# ---- instruction_fetch_unit ----
<file path="src/rtl/instruction_fetch_unit.sv">
// Fetch stage for the 16-bit multicycle CPU: owns the PC, fetches one word over req/ack, strobes the IR.
// Optional fetch timeout with sticky fault is compiled in with FETCH_TIMEOUT_EN.
module instruction_fetch_unit #(
  parameter logic [15:0] RESET_PC       = 16'h0000,
  parameter int unsigned TIMEOUT_CYCLES = 15
) (
  input  logic        i_clock,
  input  logic        i_reset,
  input  logic        i_fetch_start,
  input  logic        i_redirect,
  input  logic [15:0] i_redirect_pc,
  output logic        o_mem_req,
  output logic [15:0] o_mem_addr,
  input  logic        i_mem_ack,
  input  logic [15:0] i_mem_rdata,
  output logic [15:0] o_instr,
  output logic        o_ir_write,
  output logic [15:0] o_pc,
  output logic        o_busy,
  output logic        o_fault
);

  typedef enum logic [1:0] {
    ST_IDLE = 2'd0,
    ST_REQ  = 2'd1,
    ST_DONE = 2'd2
  } state_t;

  if ((TIMEOUT_CYCLES < 32'd1) || (TIMEOUT_CYCLES > 32'd255)) begin : g_bad_timeout_cycles
    $error("instruction_fetch_unit: TIMEOUT_CYCLES must be 1..255");
  end

  state_t      r_state;
  state_t      w_state_nxt;
  logic [15:0] r_pc;
  logic [15:0] w_pc_nxt;
  logic [15:0] r_mem_addr;
  logic [15:0] w_mem_addr_nxt;
  logic [15:0] r_instr;
  logic [15:0] w_instr_nxt;
  logic [15:0] r_pend_pc;
  logic [15:0] w_pend_pc_nxt;
  logic        r_mem_req;
  logic        w_mem_req_nxt;
  logic        r_ir_write;
  logic        w_ir_write_nxt;
  logic        r_pend;
  logic        w_pend_nxt;
  logic        r_busy;
  logic        r_fault;
  logic        w_fault_nxt;
  logic        w_timeout;
  logic        w_start_ok;

`ifdef FETCH_TIMEOUT_EN
  localparam logic [7:0] TIMEOUT_LAST = 8'(TIMEOUT_CYCLES - 32'd1);

  logic [7:0] r_cnt;
  logic [7:0] w_cnt_nxt;

  // Wait counter: zero outside REQ, so it is already clear on entry to REQ.
  always_comb begin
    w_cnt_nxt = 8'd0;
    w_timeout = 1'b0;
    if ((r_state == ST_REQ) && !i_mem_ack) begin
      if (r_cnt == TIMEOUT_LAST) begin
        w_timeout = 1'b1;
        w_cnt_nxt = 8'd0;
      end else begin
        w_cnt_nxt = r_cnt + 8'd1;
      end
    end else begin
      w_cnt_nxt = 8'd0;
    end
  end

  // Wait counter register.
  always_ff @(posedge i_clock) begin
    if (i_reset) begin
      r_cnt <= 8'd0;
    end else begin
      r_cnt <= w_cnt_nxt;
    end
  end

  assign w_start_ok = ~r_fault;
`else
  assign w_timeout  = 1'b0;
  assign w_start_ok = 1'b1;
`endif

  // State register.
  always_ff @(posedge i_clock) begin
    if (i_reset) begin
      r_state <= ST_IDLE;
    end else begin
      r_state <= w_state_nxt;
    end
  end

  // Next-state and next-output logic.
  always_comb begin
    w_state_nxt    = r_state;
    w_pc_nxt       = r_pc;
    w_mem_addr_nxt = r_mem_addr;
    w_instr_nxt    = r_instr;
    w_pend_pc_nxt  = r_pend_pc;
    w_mem_req_nxt  = r_mem_req;
    w_ir_write_nxt = 1'b0;
    w_pend_nxt     = r_pend;
    w_fault_nxt    = r_fault;
    case (r_state)
      ST_IDLE: begin
        if (i_redirect) begin
          w_pc_nxt = i_redirect_pc;
        end else begin
          w_pc_nxt = r_pc;
        end
        if (i_fetch_start && w_start_ok) begin
          w_mem_addr_nxt = i_redirect ? i_redirect_pc : r_pc;
          w_mem_req_nxt  = 1'b1;
          w_state_nxt    = ST_REQ;
        end else begin
          w_state_nxt    = ST_IDLE;
        end
      end
      ST_REQ: begin
        if (i_redirect) begin
          w_pend_nxt    = 1'b1;
          w_pend_pc_nxt = i_redirect_pc;
        end else begin
          w_pend_nxt    = r_pend;
        end
        if (i_mem_ack) begin
          w_instr_nxt    = i_mem_rdata;
          w_mem_req_nxt  = 1'b0;
          w_ir_write_nxt = 1'b1;
          w_state_nxt    = ST_DONE;
          // A redirect seen at any point in this fetch replaces the sequential PC.
          if (r_pend || i_redirect) begin
            w_pc_nxt = r_pc;
          end else begin
            w_pc_nxt = r_mem_addr + 16'd1;
          end
        end else if (w_timeout) begin
          w_mem_req_nxt = 1'b0;
          w_fault_nxt   = 1'b1;
          w_state_nxt   = ST_IDLE;
        end else begin
          w_state_nxt   = ST_REQ;
        end
      end
      ST_DONE: begin
        if (i_redirect) begin
          w_pc_nxt = i_redirect_pc;
        end else if (r_pend) begin
          w_pc_nxt = r_pend_pc;
        end else begin
          w_pc_nxt = r_pc;
        end
        w_pend_nxt  = 1'b0;
        w_state_nxt = ST_IDLE;
      end
      default: begin
        w_mem_req_nxt = 1'b0;
        w_pend_nxt    = 1'b0;
        w_state_nxt   = ST_IDLE;
      end
    endcase
  end

  // Output and datapath registers.
  always_ff @(posedge i_clock) begin
    if (i_reset) begin
      r_pc       <= RESET_PC;
      r_mem_addr <= RESET_PC;
      r_instr    <= 16'h0000;
      r_pend_pc  <= 16'h0000;
      r_mem_req  <= 1'b0;
      r_ir_write <= 1'b0;
      r_pend     <= 1'b0;
      r_busy     <= 1'b0;
      r_fault    <= 1'b0;
    end else begin
      r_pc       <= w_pc_nxt;
      r_mem_addr <= w_mem_addr_nxt;
      r_instr    <= w_instr_nxt;
      r_pend_pc  <= w_pend_pc_nxt;
      r_mem_req  <= w_mem_req_nxt;
      r_ir_write <= w_ir_write_nxt;
      r_pend     <= w_pend_nxt;
      r_busy     <= (w_state_nxt != ST_IDLE);
      r_fault    <= w_fault_nxt;
    end
  end

  assign o_mem_req  = r_mem_req;
  assign o_mem_addr = r_mem_addr;
  assign o_instr    = r_instr;
  assign o_ir_write = r_ir_write;
  assign o_pc       = r_pc;
  assign o_busy     = r_busy;
  assign o_fault    = r_fault;

endmodule

</file>
<file path="config.mk">
export PLATFORM = sky130hd
export DESIGN_NAME = instruction_fetch_unit
export DESIGN_NICKNAME = d
export VERILOG_FILES = /design/src/rtl/instruction_fetch_unit.sv
export SDC_FILE = /design/constraint.sdc
export NUM_CORES = 1
export LEC_CHECK = 0
export ABC_AREA = 1
export CORE_MARGIN = 2
export CORE_UTILIZATION = 25
export CTS_BUF_LIST = sky130_fd_sc_hd__clkbuf_8
export DETAILED_ROUTE_END_ITERATION = 8
export HOLD_SLACK_MARGIN = 0.12
export MAX_ROUTING_LAYER = met4
export PLACE_DENSITY = 0.52
export SLEW_MARGIN = 20
export SYNTH_ARGS = -nofsm -noshare
export SYNTH_HDL_FRONTEND = slang
export SYNTH_SLANG_ARGS = --single-unit
</file>
<file path="constraint.sdc">
create_clock -name i_clock -period 1.45 [get_ports i_clock]
set_input_delay 0.29 -clock i_clock [delete_from_list [all_inputs] [get_ports i_clock]]
set_output_delay 0.29 -clock i_clock [all_outputs]
set_load 0.02 [all_outputs]
</file>
# ---- alarm_trigger_unit ----
<file path="src/rtl/alarm_trigger_unit.sv">
// Weekday alarm sequencer: matches the day's stored alarm word against the
// current time and runs the ring / snooze / timeout state machine.
module alarm_trigger_unit #(
    parameter int RING_SECS   = 60,
    parameter int SNOOZE_SECS = 300,
    parameter int MAX_SNOOZE  = 3
) (
    input  logic        Clock,
    input  logic        Clear,
    input  logic [12:0] Q_r0,
    input  logic [12:0] Q_r1,
    input  logic [12:0] Q_r2,
    input  logic [12:0] Q_r3,
    input  logic [12:0] Q_r4,
    input  logic [12:0] Q_r5,
    input  logic [12:0] Q_r6,
    input  logic [2:0]  Day,
    input  logic [4:0]  Hour,
    input  logic [5:0]  Minute,
    input  logic        Second_tick,
    input  logic        Snooze,
    input  logic        Stop,
    output logic        Buzzer,
    output logic        Snoozing,
    output logic [2:0]  Active_idx,
    output logic        Missed
);

    localparam int CNT_MAX = (RING_SECS > SNOOZE_SECS) ? RING_SECS : SNOOZE_SECS;
    localparam int CW      = $clog2(CNT_MAX + 1);
    localparam int SW      = (MAX_SNOOZE < 1) ? 1 : $clog2(MAX_SNOOZE + 1);

    localparam logic [CW-1:0] RING_LIM   = CW'(RING_SECS);
    localparam logic [CW-1:0] SNOOZE_LIM = CW'(SNOOZE_SECS);
    localparam logic [SW-1:0] SNZ_LIM    = SW'(MAX_SNOOZE);

    typedef enum logic [1:0] {IDLE, RING, SNOOZE} state_t;

    state_t        state, state_nxt;
    logic [CW-1:0] sec_cnt, sec_nxt, sec_inc;
    logic [SW-1:0] snz_cnt, snz_nxt;
    logic [2:0]    idx_nxt;
    logic          missed_nxt, buzzer_nxt, snoozing_nxt;
    logic          fired, fired_eff, fired_nxt;
    logic [5:0]    prev_min;
    logic [11:0]   word;
    logic          match, trigger;
    logic          rsvd_unused;

    // Bit 11 of each alarm word is reserved and deliberately ignored.
    assign rsvd_unused = ^{Q_r0[11], Q_r1[11], Q_r2[11], Q_r3[11],
                           Q_r4[11], Q_r5[11], Q_r6[11]};

    always_comb begin
        word = '0;
        case (Day)
            3'd0:    word = {Q_r0[12], Q_r0[10:0]};
            3'd1:    word = {Q_r1[12], Q_r1[10:0]};
            3'd2:    word = {Q_r2[12], Q_r2[10:0]};
            3'd3:    word = {Q_r3[12], Q_r3[10:0]};
            3'd4:    word = {Q_r4[12], Q_r4[10:0]};
            3'd5:    word = {Q_r5[12], Q_r5[10:0]};
            3'd6:    word = {Q_r6[12], Q_r6[10:0]};
            default: word = '0;
        endcase
    end

    assign match = (Day <= 3'd6) && word[11] && (word[10:6] == Hour) && (word[5:0] == Minute);

    // fired only survives while the minute is unchanged since the last edge,
    // so a new minute can trigger on its very first cycle.
    assign fired_eff = fired && (Minute == prev_min);
    assign trigger   = (state == IDLE) && match && !fired_eff;
    assign fired_nxt = match || fired_eff;
    assign sec_inc   = sec_cnt + CW'(1);

    always_ff @(posedge Clock or negedge Clear) begin
        if (!Clear) begin
            state      <= IDLE;
            sec_cnt    <= '0;
            snz_cnt    <= '0;
            Active_idx <= '0;
            fired      <= 1'b0;
            prev_min   <= '0;
            Buzzer     <= 1'b0;
            Snoozing   <= 1'b0;
            Missed     <= 1'b0;
        end else begin
            state      <= state_nxt;
            sec_cnt    <= sec_nxt;
            snz_cnt    <= snz_nxt;
            Active_idx <= idx_nxt;
            fired      <= fired_nxt;
            prev_min   <= Minute;
            Buzzer     <= buzzer_nxt;
            Snoozing   <= snoozing_nxt;
            Missed     <= missed_nxt;
        end
    end

    always_comb begin
        state_nxt  = state;
        sec_nxt    = sec_cnt;
        snz_nxt    = snz_cnt;
        idx_nxt    = Active_idx;
        missed_nxt = 1'b0;
        case (state)
            IDLE: begin
                if (trigger) begin
                    state_nxt = RING;
                    sec_nxt   = '0;
                    snz_nxt   = '0;
                    idx_nxt   = Day;
                end
            end
            RING: begin
                if (Stop) begin
                    state_nxt = IDLE;
                end else if (Snooze && (snz_cnt < SNZ_LIM)) begin
                    state_nxt = SNOOZE;
                    snz_nxt   = snz_cnt + SW'(1);
                    sec_nxt   = '0;
                end else if (Second_tick) begin
                    if (sec_inc == RING_LIM) begin
                        state_nxt  = IDLE;
                        missed_nxt = 1'b1;
                        sec_nxt    = '0;
                    end else begin
                        sec_nxt = sec_inc;
                    end
                end
            end
            SNOOZE: begin
                if (Stop) begin
                    state_nxt = IDLE;
                end else if (Second_tick) begin
                    if (sec_inc == SNOOZE_LIM) begin
                        state_nxt = RING;
                        sec_nxt   = '0;
                    end else begin
                        sec_nxt = sec_inc;
                    end
                end
            end
            default: state_nxt = IDLE;
        endcase
    end

    // Status outputs are registered copies of the next state.
    always_comb begin
        buzzer_nxt   = (state_nxt == RING);
        snoozing_nxt = (state_nxt == SNOOZE);
    end

endmodule

</file>
<file path="config.mk">
export PLATFORM = sky130hd
export DESIGN_NAME = alarm_trigger_unit
export DESIGN_NICKNAME = d
export VERILOG_FILES = /design/src/rtl/alarm_trigger_unit.sv
export SDC_FILE = /design/constraint.sdc
export NUM_CORES = 1
export LEC_CHECK = 0
export ABC_CLOCK_PERIOD_IN_PS = 5200
export CORE_ASPECT_RATIO = 1.4
export CORE_MARGIN = 5
export CORE_UTILIZATION = 30
export CTS_CLUSTER_DIAMETER = 50
export DETAILED_ROUTE_END_ITERATION = 10
export MAX_ROUTING_LAYER = met4
export PLACE_DENSITY = 0.59
export SLEW_MARGIN = 20
export SYNTH_ARGS = -nofsm -noshare
export SYNTH_HDL_FRONTEND = slang
export SYNTH_SLANG_ARGS = --single-unit
</file>
<file path="constraint.sdc">
create_clock -name Clock -period 5.2 [get_ports Clock]
set_clock_uncertainty 0.15 [all_clocks]
set_input_delay 1.3 -clock Clock [delete_from_list [all_inputs] [get_ports Clock]]
set_output_delay 1.3 -clock Clock [all_outputs]
set_load 0.005 [all_outputs]
</file>
# ---- multicycle_ctrl ----
### config.mk
export PLATFORM = sky130hd
export DESIGN_NAME = multicycle_ctrl
export DESIGN_NICKNAME = d
export VERILOG_FILES = /design/src/rtl/ctrl_pkg.sv /design/src/rtl/wait_timer.sv /design/src/rtl/multicycle_ctrl.sv
export SDC_FILE = /design/constraint.sdc
export NUM_CORES = 1
export LEC_CHECK = 0
export CAP_MARGIN = 40
export CORE_AREA = 2 2 54 56
export DETAILED_ROUTE_END_ITERATION = 8
export DIE_AREA = 0 0 56 58
export GPL_TIMING_DRIVEN = 0
export MAX_ROUTING_LAYER = met4
export PLACE_DENSITY = 0.66
export SETUP_SLACK_MARGIN = 0.4
export SKIP_LAST_GASP = 1
export SYNTH_ARGS = -nofsm -noshare
export SYNTH_HDL_FRONTEND = slang
export SYNTH_SLANG_ARGS = --single-unit
### constraint.sdc
create_clock -name clk -period 5.3 [get_ports clk]
set_input_delay 0.795 -clock clk [delete_from_list [all_inputs] [get_ports clk]]
set_output_delay 0.795 -clock clk [all_outputs]
set_load 0.02 [all_outputs]
### src/rtl/ctrl_pkg.sv
// Shared encodings for the multicycle control path: state codes, trap cause
// codes and their widths. The decoder and the trap logic use these as well.
package ctrl_pkg;

  localparam int STATE_W = 3;
  localparam int CAUSE_W = 3;

  typedef enum logic [STATE_W-1:0] {
    ST_FETCH      = 3'd0,
    ST_DECODE     = 3'd1,
    ST_EXECUTE    = 3'd2,
    ST_WRITE_BACK = 3'd3,
    ST_MEM_WAIT   = 3'd4,
    ST_TRAP       = 3'd5,
    ST_UNIT_WAIT  = 3'd6
  } state_t;

  typedef enum logic [CAUSE_W-1:0] {
    CAUSE_NONE    = 3'd0,
    CAUSE_ILLEGAL = 3'd1,
    CAUSE_MEM_TO  = 3'd2,
    CAUSE_UNIT_TO = 3'd3,
    CAUSE_IRQ     = 3'd4
  } cause_t;

  // True for the two states in which the watchdog counter runs.
  function automatic logic is_wait_state(state_t s);
    return (s == ST_MEM_WAIT) || (s == ST_UNIT_WAIT);
  endfunction

endpackage

### src/rtl/wait_timer.sv
// Wait-state watchdog counter: clears on entry to a wait state, counts each
// cycle spent waiting, saturates at all-ones and flags the timeout limit.
module wait_timer #(
  parameter int TIMEOUT_CYCLES = 256,
  parameter int CNT_W          = 9
) (
  input  logic             clk,
  input  logic             reset,
  input  logic             clear,
  input  logic             active,
  output logic [CNT_W-1:0] cnt,
  output logic             expired
);

  // Count value on the last allowed wait cycle; unused when the watchdog is off.
  localparam logic [CNT_W-1:0] LIMIT =
    CNT_W'((TIMEOUT_CYCLES > 0) ? (TIMEOUT_CYCLES - 1) : 0);

  // Counter register: clear wins over increment, increment stops at all-ones.
  always_ff @(posedge clk) begin
    // NOTE: state updates use non-blocking assignments so every register samples pre-edge values.
    if (reset || clear) begin
      cnt <= '0;
    end else if (active && (cnt != '1)) begin
      cnt <= cnt + 1'b1;
    end
  end

  // Timeout flag for the current wait cycle.
  always_comb begin
    expired = (TIMEOUT_CYCLES > 0) && (cnt == LIMIT);
  end

endmodule

### src/rtl/multicycle_ctrl.sv
// Multicycle instruction controller: sequences fetch, decode, execute and
// write-back, waits on memory or functional units under a watchdog, and
// raises traps for illegal instructions, timeouts and interrupts.
module multicycle_ctrl
  import ctrl_pkg::*;
#(
  parameter int NUM_UNITS      = 2,
  parameter int TIMEOUT_CYCLES = 256,
  parameter int CNT_W          = 9
) (
  input  logic                 clk,
  input  logic                 reset,
  input  logic                 fetch_busy,
  input  logic                 decoder_illegal,
  input  logic                 is_load_store,
  input  logic                 mem_busy,
  input  logic [NUM_UNITS-1:0] unit_start,
  input  logic [NUM_UNITS-1:0] unit_busy,
  input  logic                 irq_pending,
  input  logic                 irq_enable,
  output logic [STATE_W-1:0]   state,
  output logic [NUM_UNITS-1:0] unit_sel,
  output logic [CAUSE_W-1:0]   trap_cause,
  output logic                 trap_pulse,
  output logic                 retire_pulse,
  output logic [CNT_W-1:0]     wait_cnt
);

  state_t               state_q;
  state_t               state_d;
  cause_t               cause_d;
  cause_t               trap_cause_q;
  logic [NUM_UNITS-1:0] unit_sel_q;
  logic [NUM_UNITS-1:0] start_onehot;
  logic                 sel_busy;
  logic                 timer_clear;
  logic                 timer_active;
  logic                 timer_expired;

  // Lowest-index start request as one-hot; busy of the unit being waited on.
  always_comb begin
    start_onehot = unit_start & (~unit_start + NUM_UNITS'(1));
    sel_busy     = |(unit_busy & unit_sel_q);
  end

  wait_timer #(
    .TIMEOUT_CYCLES (TIMEOUT_CYCLES),
    .CNT_W          (CNT_W)
  ) u_wait_timer (
    .clk     (clk),
    .reset   (reset),
    .clear   (timer_clear),
    .active  (timer_active),
    .cnt     (wait_cnt),
    .expired (timer_expired)
  );

  // State register with synchronous reset back to FETCH.
  always_ff @(posedge clk) begin
    if (reset) begin
      state_q <= ST_FETCH;
    end else begin
      state_q <= state_d;
    end
  end

  // Next-state and trap-cause selection.
  always_comb begin
    // NOTE: defaults first so every path assigns every output and no latch is inferred.
    state_d = ST_FETCH;
    cause_d = CAUSE_NONE;
    case (state_q)
      ST_FETCH: begin
        if (irq_pending && irq_enable) begin
          state_d = ST_TRAP;
          cause_d = CAUSE_IRQ;
        end else if (fetch_busy) begin
          state_d = ST_FETCH;
        end else begin
          state_d = ST_DECODE;
        end
      end
      ST_DECODE: begin
        if (decoder_illegal) begin
          state_d = ST_TRAP;
          cause_d = CAUSE_ILLEGAL;
        end else begin
          state_d = ST_EXECUTE;
        end
      end
      ST_EXECUTE: begin
        if (|unit_start)        state_d = ST_UNIT_WAIT;
        else if (is_load_store) state_d = ST_MEM_WAIT;
        else                    state_d = ST_WRITE_BACK;
      end
      ST_MEM_WAIT: begin
        if (!mem_busy) begin
          state_d = ST_WRITE_BACK;
        end else if (timer_expired) begin
          state_d = ST_TRAP;
          cause_d = CAUSE_MEM_TO;
        end else begin
          state_d = ST_MEM_WAIT;
        end
      end
      ST_UNIT_WAIT: begin
        if (!sel_busy) begin
          state_d = ST_WRITE_BACK;
        end else if (timer_expired) begin
          state_d = ST_TRAP;
          cause_d = CAUSE_UNIT_TO;
        end else begin
          state_d = ST_UNIT_WAIT;
        end
      end
      ST_WRITE_BACK: state_d = ST_FETCH;
      ST_TRAP:       state_d = ST_FETCH;
      default:       state_d = ST_FETCH;
    endcase
  end

  // Outputs and timer controls decoded from the current state.
  always_comb begin
    state        = state_q;
    unit_sel     = unit_sel_q;
    trap_cause   = trap_cause_q;
    trap_pulse   = (state_q == ST_TRAP);
    retire_pulse = (state_q == ST_WRITE_BACK);
    timer_clear  = (state_q == ST_EXECUTE) && is_wait_state(state_d);
    timer_active = is_wait_state(state_q);
  end

  // Unit selection latched in EXECUTE; trap cause captured on entry to TRAP.
  always_ff @(posedge clk) begin
    if (reset) begin
      unit_sel_q   <= '0;
      trap_cause_q <= CAUSE_NONE;
    end else begin
      if (state_q == ST_EXECUTE) unit_sel_q <= start_onehot;
      if (state_d == ST_TRAP)    trap_cause_q <= cause_d;
    end
  end

endmodule

**alarm_trigger_unit: clock wiring as the flow saved it**

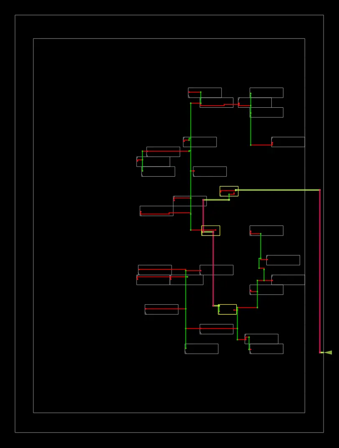
clk sinks: 26
Late-Pin Clk Latency: 0.27 ns
flip-flops: 26

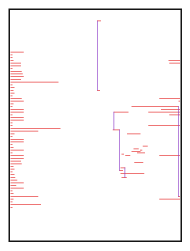
**Above:** alarm_trigger_unit (wiring by layer).
Drawn at 2 px/um. Only two layers are drawn.
Key: metal 4 = purple [wire length 114 um]; metal 3 = red [wire length 421 um]
total wire length: 7027 um
routed len/inst: 15.18 um

==> GITHUB_STEP_SUMMARY, alarm_trigger_unit <==
### Flow metrics

| Metric | Value |
|---|---|
| Fin util | 46.24% |
| Post-synthesis cell type count | 52 |
| Routed wl met3 | 420 um |
| FP Util | 30.66% |
| Most frequent cells after synthesis | 26 x dfrtp_1, 25 x mux2i_1, 22 x o21ai_0 |
| Setup crit start | Day[2] |
| Grt peak-use layer | met2 |
| Number of I/O pins | 116 |
| CP cell instances | clkdlybuf4s50_1 -> inv_1 -> mux4_2 -> xnor2_1 -> or3_4 -> or4_4 -> a21oi_1 -> mux2_2 |
| Crit end category | register |
| Synth-to-Final Area Change | 50.82% |
| Number of global-route vias before repair | 2,499 |
| Ys cells | 260 |
| Critical path endpoint | sec_cnt[8] |
| Syn avg cell area | 9.139 um^2 |
| Status | completed |
==> alarm_trigger_unit: cell type report <==
cell class / instances / share of cell area (%)
repair buffers: 114 / 31.63
clock buffers: 3 / 1.152
multi-input cells: 211 / 44.62
flip-flops and latches: 26 / 18.16
inverters: 9 / 0.9427
well taps: 100 / 3.492
==> alarm_trigger_unit: registers in the layout, summed over array words and instances (netlist names) <==
signal,flops
prev_min,6
snz_cnt,2
Missed,1
sec_cnt,9
Active_idx,3
state,2
Snoozing,1
Buzzer,1
fired,1
==> alarm_trigger_unit: power by group <==
group	switching (mW)	leakage, nW	internal (mW)
clock network	0.0638	0.0216	0.0521
registers	0.0199	0.345	0.221
logic	0.154	1.06	0.177
==> alarm_trigger_unit: kinds of logic (layout without fill, tap and decap cells) <==
logic type	count (synthesis)	in the layout	synth area share [%]
AND-OR/OR-AND	73	73	20.48
XOR/XNOR	17	17	6.266
adder cells (fa/ha/maj)	7	7	3.686
buffers and inverters	23	126	5.318
flip-flops	26	26	27.38
multiplexers	37	37	19.22
AND/OR/NAND/NOR	77	77	17.64
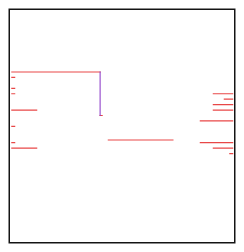
**Above:** multicycle_ctrl (wiring by layer).
Drawn at 4 px/um. Only two layers are drawn.
Key: metal 3 = red [wire length 92.5 um]; metal 4 = purple [wire length 10.9 um]
via count: 876
total wire length: 2206 um
routed len/inst: 12.90 um

==> GITHUB_STEP_SUMMARY, multicycle_ctrl <==
### Flow metrics

| Metric | Value |
|---|---|
| Largest stage delay on the critical path | 0.60 ns |
| Power density relative to cell area | 347.8 mW/mm^2 |
| Post-CTS Setup Inserts | 0 |
| Setup crit start | state[2] |
| Dominant cell type by area after synthesis | dfxtp_1 |
| Combinational share of cell area | 44.87% |
| Slowest cell on crit path | clkdlybuf4s50_1 |
| Critical path endpoint | retire_pulse |
| Core area | 0.002663 mm^2 |
| Setup TNS | 0 ns |
| Total die size | 0.003248 mm^2 |
| Leak pwr | 0.4891 nW |
| Number of global-route vias before repair | 830 |
| CTS root buf | clkbuf_4 |
| RR Startpoint | u_wait_timer.cnt[0] |
| Top Layout Cells | 30 x clkdlybuf4s50_1, 17 x dfxtp_1, 16 x nor2_1 |
| Synth top cell by count | dfxtp_1 |
| RR Endpoint | trap_cause[2] |
| Antenna violations before repair | 0 |
| Most numerous logic cell after layout | clkdlybuf4s50_1 |
| Status | completed |
| Data buffer area share | 24.51% |
-- multicycle_ctrl: metrics by stage --
| stage | worst slack [ns] | instances | power (mW) | util (%) | hold slack, ns |
|---|---|---|---|---|---|
| 2_1_floorplan | 3.332 | 106 | 0.3313 | - | 0.5519 |
| 3_3_place_gp | 2.886 | 167 | 0.4021 | 49.77 | 0.4731 |
| 5_1_grt | 2.767 | 171 | 0.5015 | 50.80 | 0.5156 |
| 4_1_cts | 2.831 | 171 | 0.4761 | 50.80 | 0.4909 |
| 6_report | 2.853 | 171 | 0.4704 | 50.80 | 0.4919 |
| 3_5_place_dp | 2.896 | 167 | 0.4054 | 49.77 | 0.4749 |
-- multicycle_ctrl: report_power, final --
| part | total (mW) | switching [mW] | internal (mW) |
|---|---|---|---|
| logic | 0.238 | 0.124 | 0.114 |
| clock network | 0.0683 | 0.0404 | 0.0280 |
| registers | 0.164 | 0.0185 | 0.146 |
-- multicycle_ctrl: per-layer routing --
metal | vias to the layer above | track usage (%)
li1 | 452 | -
met1 | 404 | 17.24
met2 | 18 | 25.71
met3 | 2 | 2.455
met4 | 0 | 4.082
met5 | - | -
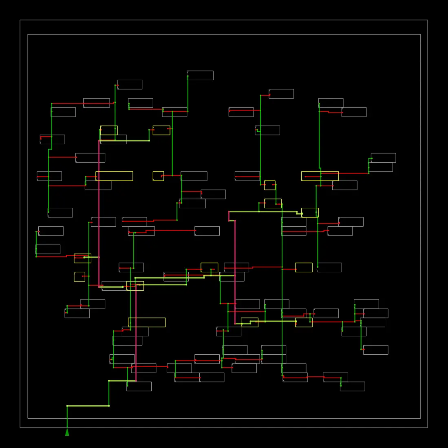
**Above:** instruction_fetch_unit (clock wiring as the flow saved it).
flip-flops: 70
Late-Pin Clk Latency: 0.35 ns
clock-net power: 2.03 mW
clk sinks: 70

==> GITHUB_STEP_SUMMARY, instruction_fetch_unit <==
### Flow metrics

| Metric | Value |
|---|---|
| Post-synthesis cell type count | 29 |
| Status | complete, but fails checks |
| Failing checks | setup timing |
| Biggest consumer | sequential cells |
| Cell count after synthesis | 518 |
| Top cell category | multi-input combinational cells |
| Setup crit start | r_state[1] |
| WHS | 0.4425 ns |
| Peak Freq | 667.4 MHz |
| Met1 track utilization from global routing | 19.44% |
| Hold crit path type | register to register |
| Mux share of post-synthesis cell area | 0% |
| Worst Slack Setup Final | -0.04845 ns |
| Clk cell area share | 4.734% |
| Routed len/inst | 13.90 um |
| Slowest cell on crit path | dfxtp_4 |
| Post-Place Cell Area | 0.004927 mm^2 |
| Max-slew violation count | 0 |
| Number of endpoints failing setup at the final stage | 16 |
| RR Endpoint | o_pc[14] |
| Placed cells | 810 |
| Comb area | 0.001884 mm^2 |
| Complex Gates by Area | 23.85% |
## instruction_fetch_unit: state kept, by name (all words and copies together) (netlist names)
register and count:
r_pend_pc 16, o_instr 16, o_ir_write 1, o_busy 1, r_state 2, r_pend 1
o_pc 16, o_mem_req 1, o_mem_addr 16
## instruction_fetch_unit: placed cells by master (no fill, tap or decap), drive strengths merged
cell type / netlist / routed
o21ai: 75 / 75
clkdlybuf4s15: 0 / 7
o22ai: 1 / 1
clkinvlp: 0 / 2
a21boi: 3 / 3
conb: 1 / 1
nand2: 120 / 120
nor2: 69 / 69
bufinv: 0 / 3
a32o: 1 / 1
clkdlybuf4s50: 0 / 36
buf: 9 / 63
inv: 43 / 46
ha: 4 / 4
o211ai: 1 / 1
a31oi: 6 / 6
a21oi: 69 / 69
nand4: 2 / 2
clkbuf: 20 / 14
or2: 1 / 1
dlygate4sd2: 0 / 41
o21bai: 1 / 1
nand3: 19 / 19
nor3: 2 / 2
dfxtp: 70 / 70
clkinv: 1 / 1

==> layout pictures side by side <==
Gate families picked out.
panel A
Drawn at 3 px/um.
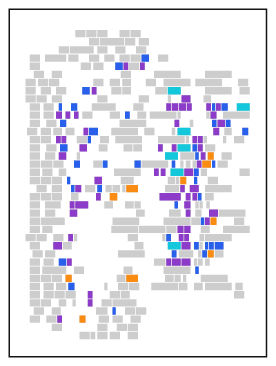
panel B
Drawn at 6 px/um.
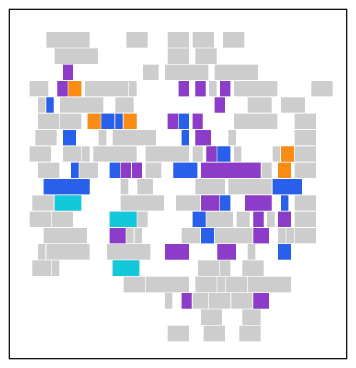
panel C
Drawn at 3 px/um.
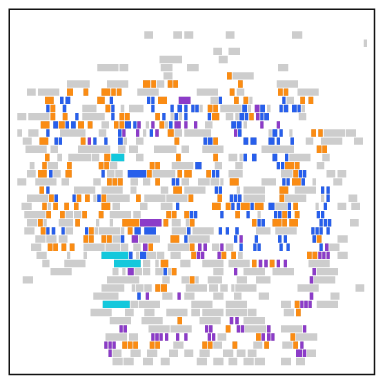
- most cells: panel C
- fewest cells: panel B
panel C -> instruction_fetch_unit
panel B -> multicycle_ctrl
panel A -> alarm_trigger_unit

Key to panel B:
Key: AND and OR gates = orange [cells 5]; NAND gates = blue [cells 17]; inverting AOI/OAI gates = purple [cells 23]; adder and majority cells = cyan [cells 3]



==> notes/layouts.md <==
Pictures saved along the way, in no particular order.

I/O pins on the die edge.
image #1
Drawn at 3 px/um. Pins as bars across the die edge, other pins in gray.
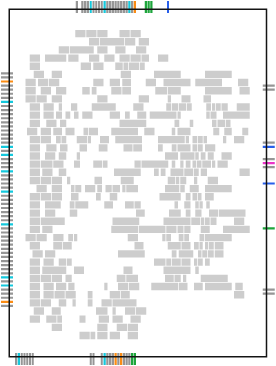
image #2
Drawn at 6 px/um. Pins as bars across the die edge, other pins in gray.
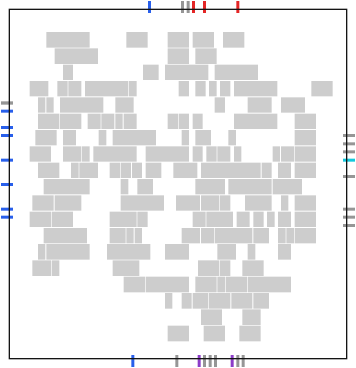
image #3
Drawn at 3 px/um. Pins as bars across the die edge, other pins in gray.
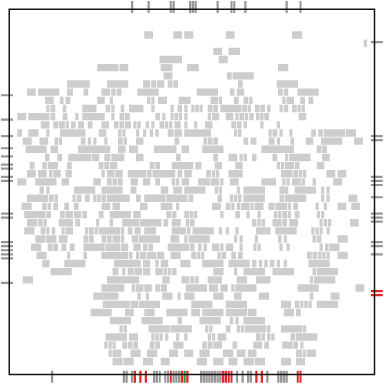
| from | picture |
|---|---|
| instruction_fetch_unit | image #3 |
| alarm_trigger_unit | image #1 |
| multicycle_ctrl | image #2 |

Key to image #2:
Key: unit_sel = purple [pins 2, direction output, edge bottom]; trap_pulse = cyan [pins 1, direction output, edge right]; trap_cause = red [pins 3, direction output, edge top]; wait_cnt = blue [pins 9, direction output, edge 7 left, 1 top, 1 bottom]

Power and IR drop assume default switching activity.
